# block 1

Block 1, met1 routing:
The bar under the picture is 50 microns long.
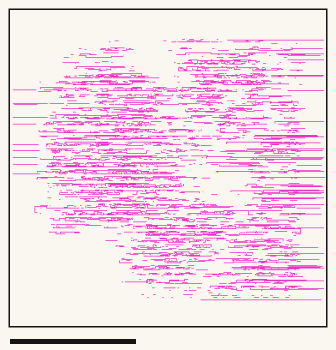
Block 1, clock nets:
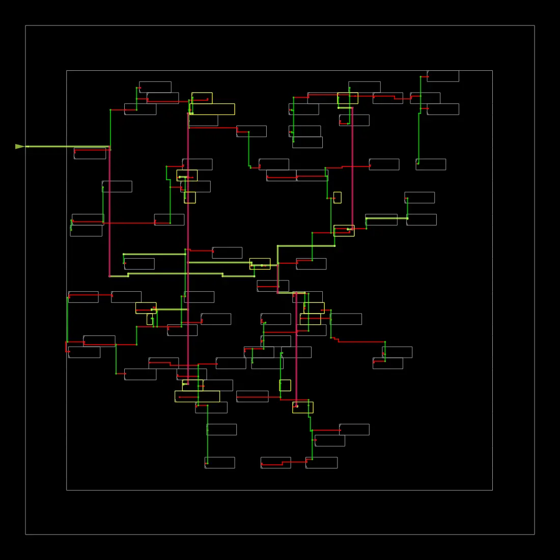
Block 1, pin map:
The bar under the picture is 50 microns long. Pins as bars across the die edge, other pins in gray.
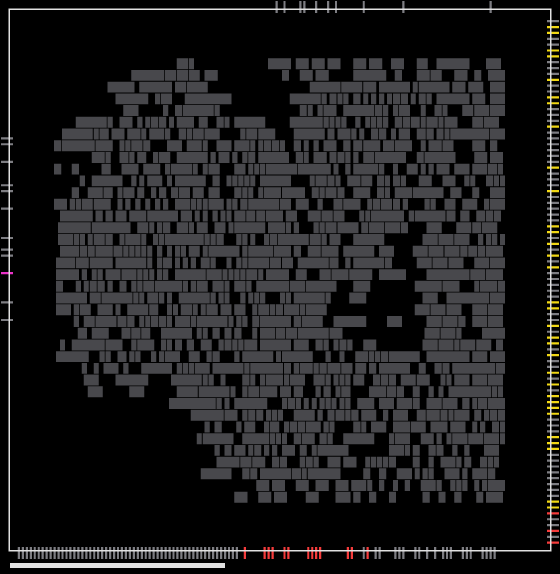
<file path="src/rtl/branch_resolve_b_pkg.sv">
// Shared types and constants for the B-stage branch resolver.
// Holds the 2-bit BHT counter encodings, the BHT reset state and the default
// table size.
package branch_resolve_b_pkg;

    // 2-bit saturating predictor states
    typedef enum logic [1:0] {
        SNT = 2'b00,   // strongly not-taken
        WNT = 2'b01,   // weakly not-taken
        WT  = 2'b10,   // weakly taken
        ST  = 2'b11    // strongly taken
    } bht_state_e;

    localparam bht_state_e BHT_RESET     = WNT;
    localparam int         DEFAULT_IDX_W = 4;

endpackage

</file>
<file path="src/rtl/branch_resolve_b_sat_counter2.sv">
// Saturating 2-bit predictor counter update.
// Purely combinational: the next state is available in the same cycle.
// Ports: cur_i current state, taken_i resolved direction, nxt_o next state.
module sat_counter2
    import branch_resolve_b_pkg::*;
(
    input  bht_state_e cur_i,
    input  logic       taken_i,
    output bht_state_e nxt_o
);

    always_comb begin
        nxt_o = cur_i;
        if (taken_i) begin
            if (cur_i != ST) begin
                nxt_o = bht_state_e'(cur_i + 2'd1);
            end
        end else begin
            if (cur_i != SNT) begin
                nxt_o = bht_state_e'(cur_i - 2'd1);
            end
        end
    end

endmodule

</file>
<file path="src/rtl/branch_resolve_b.sv">
// B-stage branch resolution with a 2-bit BHT predictor and statistics counters.
// Lookup (PredTakenF), FlushB and RedirectPCB are combinational; BHT and counters
// update on posedge clk. StallB holds all state and suppresses the flush.
// Ports: clk/reset; PCF -> PredTakenF (fetch lookup); BranchB, JumpB, PCSrcB1,
// CondTakenB, PCB, PCTargetB, PCPlus4B, StallB (B-stage resolve inputs);
// FlushB, RedirectPCB (mispredict recovery); BranchCnt, MispredCnt (stats).
module branch_resolve_b
    import branch_resolve_b_pkg::*;
#(
    parameter int IDX_W = DEFAULT_IDX_W,
    parameter int CNT_W = 16
) (
    input  logic              clk,
    input  logic              reset,
    input  logic [31:0]       PCF,
    output logic              PredTakenF,
    input  logic              BranchB,
    input  logic              JumpB,
    input  logic              PCSrcB1,
    input  logic              CondTakenB,
    input  logic [31:0]       PCB,
    input  logic [31:0]       PCTargetB,
    input  logic [31:0]       PCPlus4B,
    input  logic              StallB,
    output logic              FlushB,
    output logic [31:0]       RedirectPCB,
    output logic [CNT_W-1:0]  BranchCnt,
    output logic [CNT_W-1:0]  MispredCnt
);

    localparam int               NUM_ENT = 1 << IDX_W;
    localparam logic [CNT_W-1:0] CNT_MAX = '1;

    // Flip-flop array so every entry can be cleared in a single reset edge
    logic [1:0] bht_q [NUM_ENT];
    logic [1:0] bht_d [NUM_ENT];

    logic [CNT_W-1:0] branch_cnt_q, branch_cnt_d;
    logic [CNT_W-1:0] mispred_cnt_q, mispred_cnt_d;

    logic [IDX_W-1:0] lkp_idx;
    logic [IDX_W-1:0] upd_idx;
    logic [1:0]       lkp_ent;
    logic             actual_taken;
    logic             resolve;
    logic             mispredict;
    logic             upd_en;
    bht_state_e       upd_nxt;

    assign lkp_idx = PCF[IDX_W+1:2];
    assign upd_idx = PCB[IDX_W+1:2];

    // Reads the registered table, so a same-index update this cycle is not seen
    assign lkp_ent    = bht_q[lkp_idx];
    assign PredTakenF = lkp_ent[1];

    assign actual_taken = JumpB | (BranchB & CondTakenB);
    assign resolve      = (BranchB | JumpB) & ~StallB;
    assign mispredict   = resolve & (actual_taken != PCSrcB1);
    assign upd_en       = BranchB & ~StallB;

    assign FlushB      = mispredict;
    assign RedirectPCB = (mispredict && actual_taken) ? PCTargetB : PCPlus4B;

    sat_counter2 u_sat (
        .cur_i   (bht_state_e'(bht_q[upd_idx])),
        .taken_i (CondTakenB),
        .nxt_o   (upd_nxt)
    );

    always_comb begin
        for (int i = 0; i < NUM_ENT; i++) begin
            bht_d[i] = bht_q[i];
        end
        if (upd_en) begin
            bht_d[upd_idx] = upd_nxt;
        end
    end

    always_comb begin
        branch_cnt_d  = branch_cnt_q;
        mispred_cnt_d = mispred_cnt_q;
        if (resolve && (branch_cnt_q != CNT_MAX)) begin
            branch_cnt_d = branch_cnt_q + 1'b1;
        end
        if (mispredict && (mispred_cnt_q != CNT_MAX)) begin
            mispred_cnt_d = mispred_cnt_q + 1'b1;
        end
    end

    always_ff @(posedge clk) begin
        if (reset) begin
            for (int i = 0; i < NUM_ENT; i++) begin
                bht_q[i] <= BHT_RESET;
            end
            branch_cnt_q  <= '0;
            mispred_cnt_q <= '0;
        end else begin
            for (int i = 0; i < NUM_ENT; i++) begin
                bht_q[i] <= bht_d[i];
            end
            branch_cnt_q  <= branch_cnt_d;
            mispred_cnt_q <= mispred_cnt_d;
        end
    end

    assign BranchCnt  = branch_cnt_q;
    assign MispredCnt = mispred_cnt_q;

endmodule

</file>
<file path="config.mk">
export PLATFORM = sky130hd
export DESIGN_NAME = branch_resolve_b
export DESIGN_NICKNAME = d
export VERILOG_FILES = /design/src/rtl/branch_resolve_b_pkg.sv /design/src/rtl/branch_resolve_b_sat_counter2.sv /design/src/rtl/branch_resolve_b.sv
export SDC_FILE = /design/constraint.sdc
export NUM_CORES = 1
export LEC_CHECK = 0
export ABC_AREA = 1
export CAP_MARGIN = 15
export CORE_MARGIN = 10
export CORE_UTILIZATION = 38
export DETAILED_ROUTE_END_ITERATION = 10
export PLACE_DENSITY = 0.78
export REMOVE_ABC_BUFFERS = 1
export SYNTH_ARGS = -nofsm -noshare
export SYNTH_HDL_FRONTEND = slang
export SYNTH_SLANG_ARGS = --single-unit
</file>
<file path="constraint.sdc">
create_clock -name clk -period 1.65 [get_ports clk]
set_clock_uncertainty 0.05 [all_clocks]
set_input_delay 0.33 -clock clk [delete_from_list [all_inputs] [get_ports clk]]
set_output_delay 0.33 -clock clk [all_outputs]
set_load 0.01 [all_outputs]
</file>
==> impl_metrics.toml <==
# implementation run metrics
[status]
status = "complete, but fails checks"
violations = "setup timing"

[synth]
ys_top_logic_family = "simple AND/OR/NAND/NOR gates"
area_leaders = "dfxtp_1, nand2_1, nand3_1, nor2_1, a21oi_1"
edf_count = 0
yosys_area_sq_um = 4217

[power_and_ir_drop]
p_total_mw = 4.282
switching_power_mw = 1.278

[timing]
setup_viol = 44
timing.final.ws_setup_ns = -0.2141
slew_headroom_pct = 77.03

[layout]
antenna_cells = 0

[place]
place_inst = 1035

[hold_path]
worst_hold_path.num_cells = 3

[setup_path]
crit_type = "in -> out"
critPathArrivalTime_ns = 1.48
r2r-end = "bht_q[7][1]"
r2r_cells = 13

[floorplanning]
die_y_microns = 125.3
## Picture notes: 'met1 routing' of block 1
wire length on this layer	7290 microns
longest straight run	47.8 microns
Post-Route WL: 18370 microns
via count: 5532
GR met1 Demand/Resource: 25.06%

## Picture notes: 'clock nets' of block 1
CTS Buf Count: 9
clk sinks: 64
Clk power: 1.57 mW
Clk Latency, worst-skew pair: 0.38 ns
seq_cells: 64

## Picture notes: 'pin map' of block 1
port	color	pins	direction	edge
MispredCnt	red	16	output	13 south, 3 east
CondTakenB	magenta	1	input	west
PCPlus4B	yellow	32	input	east
all pins by edge	90 east, 89 south, 12 west, 10 north

final cells by class:
class,count,area (sq um)
clock buffer,11,141.4
clock inverter,5,80.08
fill,907,3462
inverter,78,307.8
multi-input combinational,535,2959
sequential,64,1308
tap,140,175.2
timing repair buffer,254,2407
Yosys cell counts, drive strengths merged, types with 5 or more instances:
master  count
xnor2       5
nand2     250
o21ai      19
inv        77
nand3      87
nor2       77
dfxtp      64
xor2       10
a21oi      55
clkbuf     14
o21a        5
buf        14
nor3       12
registers in the layout, indices dropped and copies added (netlist names):
signal / flops
BranchCnt: 16
MispredCnt: 16
bht_q: 32

# block 2

File: src/rtl/alu_arbiter.sv
// Round-robin arbiter sharing one combinational ALU among NUM_REQ requesters.
// Latency: a result is registered one cycle after the request is accepted.
// Backpressure: a requester holding an unconsumed result is skipped until it drains.

package alu_pkg;
  typedef enum logic [3:0] {
    ALU_ADD  = 4'd0,
    ALU_SUB  = 4'd1,
    ALU_SLL  = 4'd2,
    ALU_SLT  = 4'd3,
    ALU_SLTU = 4'd4,
    ALU_XOR  = 4'd5,
    ALU_SRL  = 4'd6,
    ALU_SRA  = 4'd7,
    ALU_OR   = 4'd8,
    ALU_AND  = 4'd9
  } alu_op_e;
endpackage


module alu_arbiter
  import alu_pkg::*;
#(
  parameter int NUM_REQ = 2,
  parameter int TAG_W   = 4
) (
  input  logic                              clk,
  input  logic                              reset,
  input  logic    [NUM_REQ-1:0]             req_valid,
  output logic    [NUM_REQ-1:0]             req_ready,
  input  logic    [NUM_REQ-1:0][31:0]       req_src_a,
  input  logic    [NUM_REQ-1:0][31:0]       req_src_b,
  input  alu_op_e [NUM_REQ-1:0]             req_op,
  input  logic    [NUM_REQ-1:0][TAG_W-1:0]  req_tag,
  output logic    [NUM_REQ-1:0]             rsp_valid,
  input  logic    [NUM_REQ-1:0]             rsp_ready,
  output logic    [NUM_REQ-1:0][31:0]       rsp_result,
  output logic    [NUM_REQ-1:0][TAG_W-1:0]  rsp_tag,
  output logic    [31:0]                    alu_src_a,
  output logic    [31:0]                    alu_src_b,
  output alu_op_e                           alu_op,
  input  logic    [31:0]                    alu_result
);
  localparam int PTR_W = $clog2(NUM_REQ);

  logic [PTR_W-1:0]                ptr_q, ptr_d;
  logic [NUM_REQ-1:0]              rsp_valid_q, rsp_valid_d;
  logic [NUM_REQ-1:0][31:0]        rsp_result_q, rsp_result_d;
  logic [NUM_REQ-1:0][TAG_W-1:0]   rsp_tag_q, rsp_tag_d;

  logic [NUM_REQ-1:0] elig;
  logic               grant_found;
  logic               gnt_vld;
  logic [PTR_W-1:0]   grant_idx;

  // A full slot stays eligible when it drains this cycle, allowing drain+refill.
  assign elig = req_valid & (~rsp_valid_q | rsp_ready);

  always_comb begin
    logic [PTR_W:0]   sum;
    logic [PTR_W-1:0] idx;
    sum         = '0;
    idx         = '0;
    grant_found = 1'b0;
    grant_idx   = '0;
    for (int k = 0; k < NUM_REQ; k++) begin
      sum = {1'b0, ptr_q} + (PTR_W+1)'(k);
      if (sum >= (PTR_W+1)'(NUM_REQ)) begin
        sum = sum - (PTR_W+1)'(NUM_REQ);
      end
      idx = sum[PTR_W-1:0];
      if (!grant_found && elig[idx]) begin
        grant_found = 1'b1;
        grant_idx   = idx;
      end
    end
  end

  assign gnt_vld = grant_found && !reset;

  always_comb begin
    req_ready = '0;
    alu_src_a = '0;
    alu_src_b = '0;
    alu_op    = ALU_ADD;
    if (gnt_vld) begin
      req_ready[grant_idx] = 1'b1;
      alu_src_a            = req_src_a[grant_idx];
      alu_src_b            = req_src_b[grant_idx];
      alu_op               = req_op[grant_idx];
    end
  end

  always_comb begin
    ptr_d        = ptr_q;
    rsp_valid_d  = rsp_valid_q;
    rsp_result_d = rsp_result_q;
    rsp_tag_d    = rsp_tag_q;
    if (gnt_vld) begin
      ptr_d = (grant_idx == PTR_W'(NUM_REQ-1)) ? '0 : grant_idx + 1'b1;
    end
    for (int i = 0; i < NUM_REQ; i++) begin
      if (req_valid[i] && req_ready[i]) begin
        rsp_valid_d[i]  = 1'b1;
        rsp_result_d[i] = alu_result;
        rsp_tag_d[i]    = req_tag[i];
      end else if (rsp_ready[i]) begin
        rsp_valid_d[i]  = 1'b0;
      end
    end
  end

  always_ff @(posedge clk) begin
    if (reset) begin
      ptr_q        <= '0;
      rsp_valid_q  <= '0;
      rsp_result_q <= '0;
      rsp_tag_q    <= '0;
    end else begin
      ptr_q        <= ptr_d;
      rsp_valid_q  <= rsp_valid_d;
      rsp_result_q <= rsp_result_d;
      rsp_tag_q    <= rsp_tag_d;
    end
  end

  assign rsp_valid  = rsp_valid_q;
  assign rsp_result = rsp_result_q;
  assign rsp_tag    = rsp_tag_q;
endmodule

File: config.mk
export PLATFORM = sky130hd
export DESIGN_NAME = alu_arbiter
export DESIGN_NICKNAME = d
export VERILOG_FILES = /design/src/rtl/alu_arbiter.sv
export SDC_FILE = /design/constraint.sdc
export NUM_CORES = 1
export LEC_CHECK = 0
export ABC_AREA = 1
export CORE_AREA = 4 4 123 125
export CTS_BUF_LIST = sky130_fd_sc_hd__clkbuf_8
export DETAILED_ROUTE_END_ITERATION = 7
export DIE_AREA = 0 0 127 129
export PLACE_DENSITY = 0.71
export SLEW_MARGIN = 10
export SYNTH_ARGS = -nofsm -noshare
export SYNTH_HDL_FRONTEND = slang
export SYNTH_SLANG_ARGS = --single-unit
File: constraint.sdc
create_clock -name clk -period 1.4 [get_ports clk]
set_input_delay 0.14 -clock clk [delete_from_list [all_inputs] [get_ports clk]]
set_output_delay 0.14 -clock clk [all_outputs]
set_load 0.02 [all_outputs]
Block 2, pin map:
The bar under the picture is 50 microns long. Pins as bars across the die edge, other pins in gray.
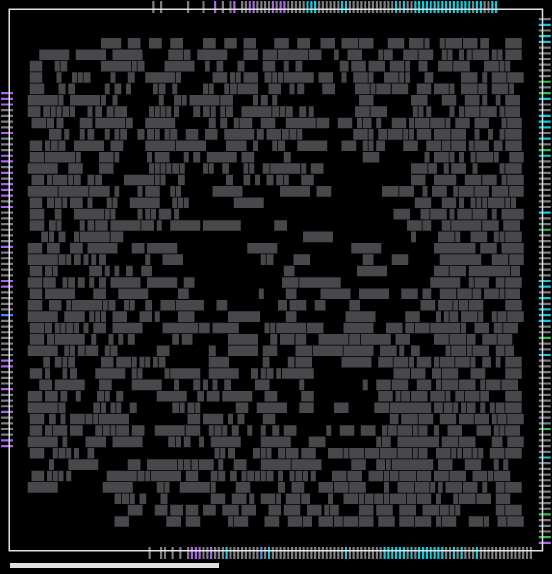
port	color	pins	direction	edge
req_valid	blue	2	input	1 south, 1 west
alu_result	purple	32	input	20 west, 7 north, 4 south, 1 east
req_op	green	8	input	east
req_src_a	cyan	64	input	26 north, 20 south, 18 east
all pins by edge	95 south, 93 east, 75 north, 63 west
Die X: 127 microns
port bufs: 325
die extent in y: 129 microns

==> impl_metrics.toml <==
# implementation run metrics
[detailed_routing]
met1_length_microns = 7217
route.detailed.drc = 0
wl_met3_microns = 1823
top_layer_used = "met4"

[power_and_ir_drop]
power_frac_clock_pct = 21.9
p_total_mw = 6.378
p_comb_mw = 2.62
ir_drop_uv = 742.8

[place]
dp_hpwl_microns = 13720

[hold_path]
worst_hold_path.num_cells = 3

[floorplanning]
core_sq_um = 13880

[cts]
cts_hold_buf = 0

[setup_path]
r2r-end = "rsp_result[42]"
startpoint_type = "flip-flop"

[global_route]
grt_pass1_vias = 4964
top_usage_layer = "met2"
antenna_found_initial = 2

[layout]
area_growth_pct = 113.8

[timing]
setup_viol = 70
rsz0062_at_grt = "true"
period_minus_slack_ns = 1.878
timing.final.ws_setup_ns = -0.4783

[status]
violations = "setup timing"
status = "complete, but fails checks"

[synth]
syn-num-nets = 831
largest_area_cell = "dfxtp_1"

[run]
maxCapViolations = 0
Block 2, met1 routing:
The bar under the picture is 50 microns long.
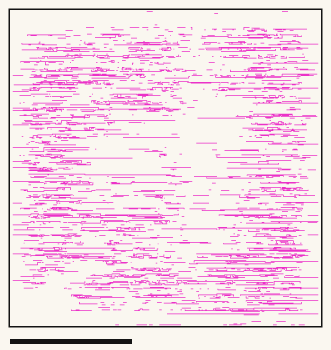
main direction	horizontal
share of all routed wire	37%
nets with wire on the layer	1027
via count: 5285
GR met1 Demand/Resource: 24.37%
Post-Route WL: 19520 microns

-- area by class of cell --
| class | count | area [sq um] |
|---|---|---|
| timing repair buffer | 367 | 3960 |
| clock inverter | 7 | 30.03 |
| fill | 1315 | 5480 |
| tap | 180 | 225.2 |
| sequential | 75 | 1508 |
| clock buffer | 9 | 123.9 |
| inverter | 49 | 191.4 |
| antenna | 2 | 5.005 |
| multi-input combinational | 478 | 2357 |
-- worst max-delay path: cells and delay by family (launching register included) --
family          cells  cell delay [ns]
simple gates        4             0.31
flops               1             0.37
buf+inv             4             0.53
compound gates      1             0.17


==> screenshots <==
Layout detail.
shot_01.png
The bar under the picture is 20 microns long. Window x 38 to 88, y 63 to 113 microns. Cells in gray, sequential cells in the stronger gray; small squares are vias.
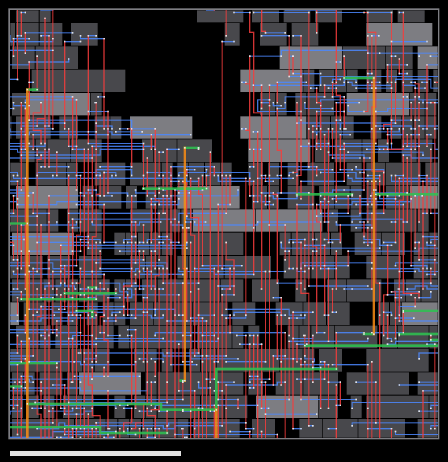
shot_02.png
The bar under the picture is 20 microns long. Window x 38 to 88, y 65 to 115 microns. Cells in gray, sequential cells in the stronger gray; small squares are vias.
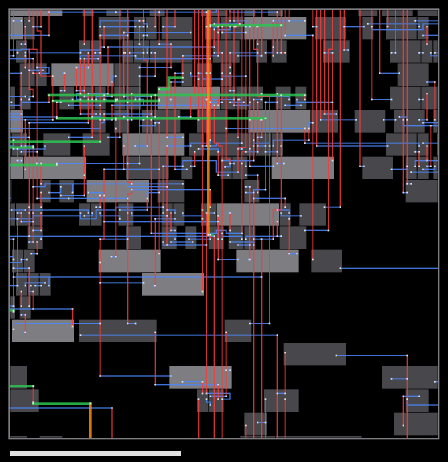
shot_02.png comes from block 2.
shot_01.png comes from block 1.

Key to shot_01.png:
layer	color
met4	orange
met3	green
met2	red
met1	blue
sequential cells in the window	16
most frequent	nand2_1 (56), buf_4 (34), nor2_1 (21)
cells with their middle in the window	254
netlist names of flops here include	BranchCnt (8), bht_q (8)

No activity file was given, so power comes from the tool's default toggle rates.
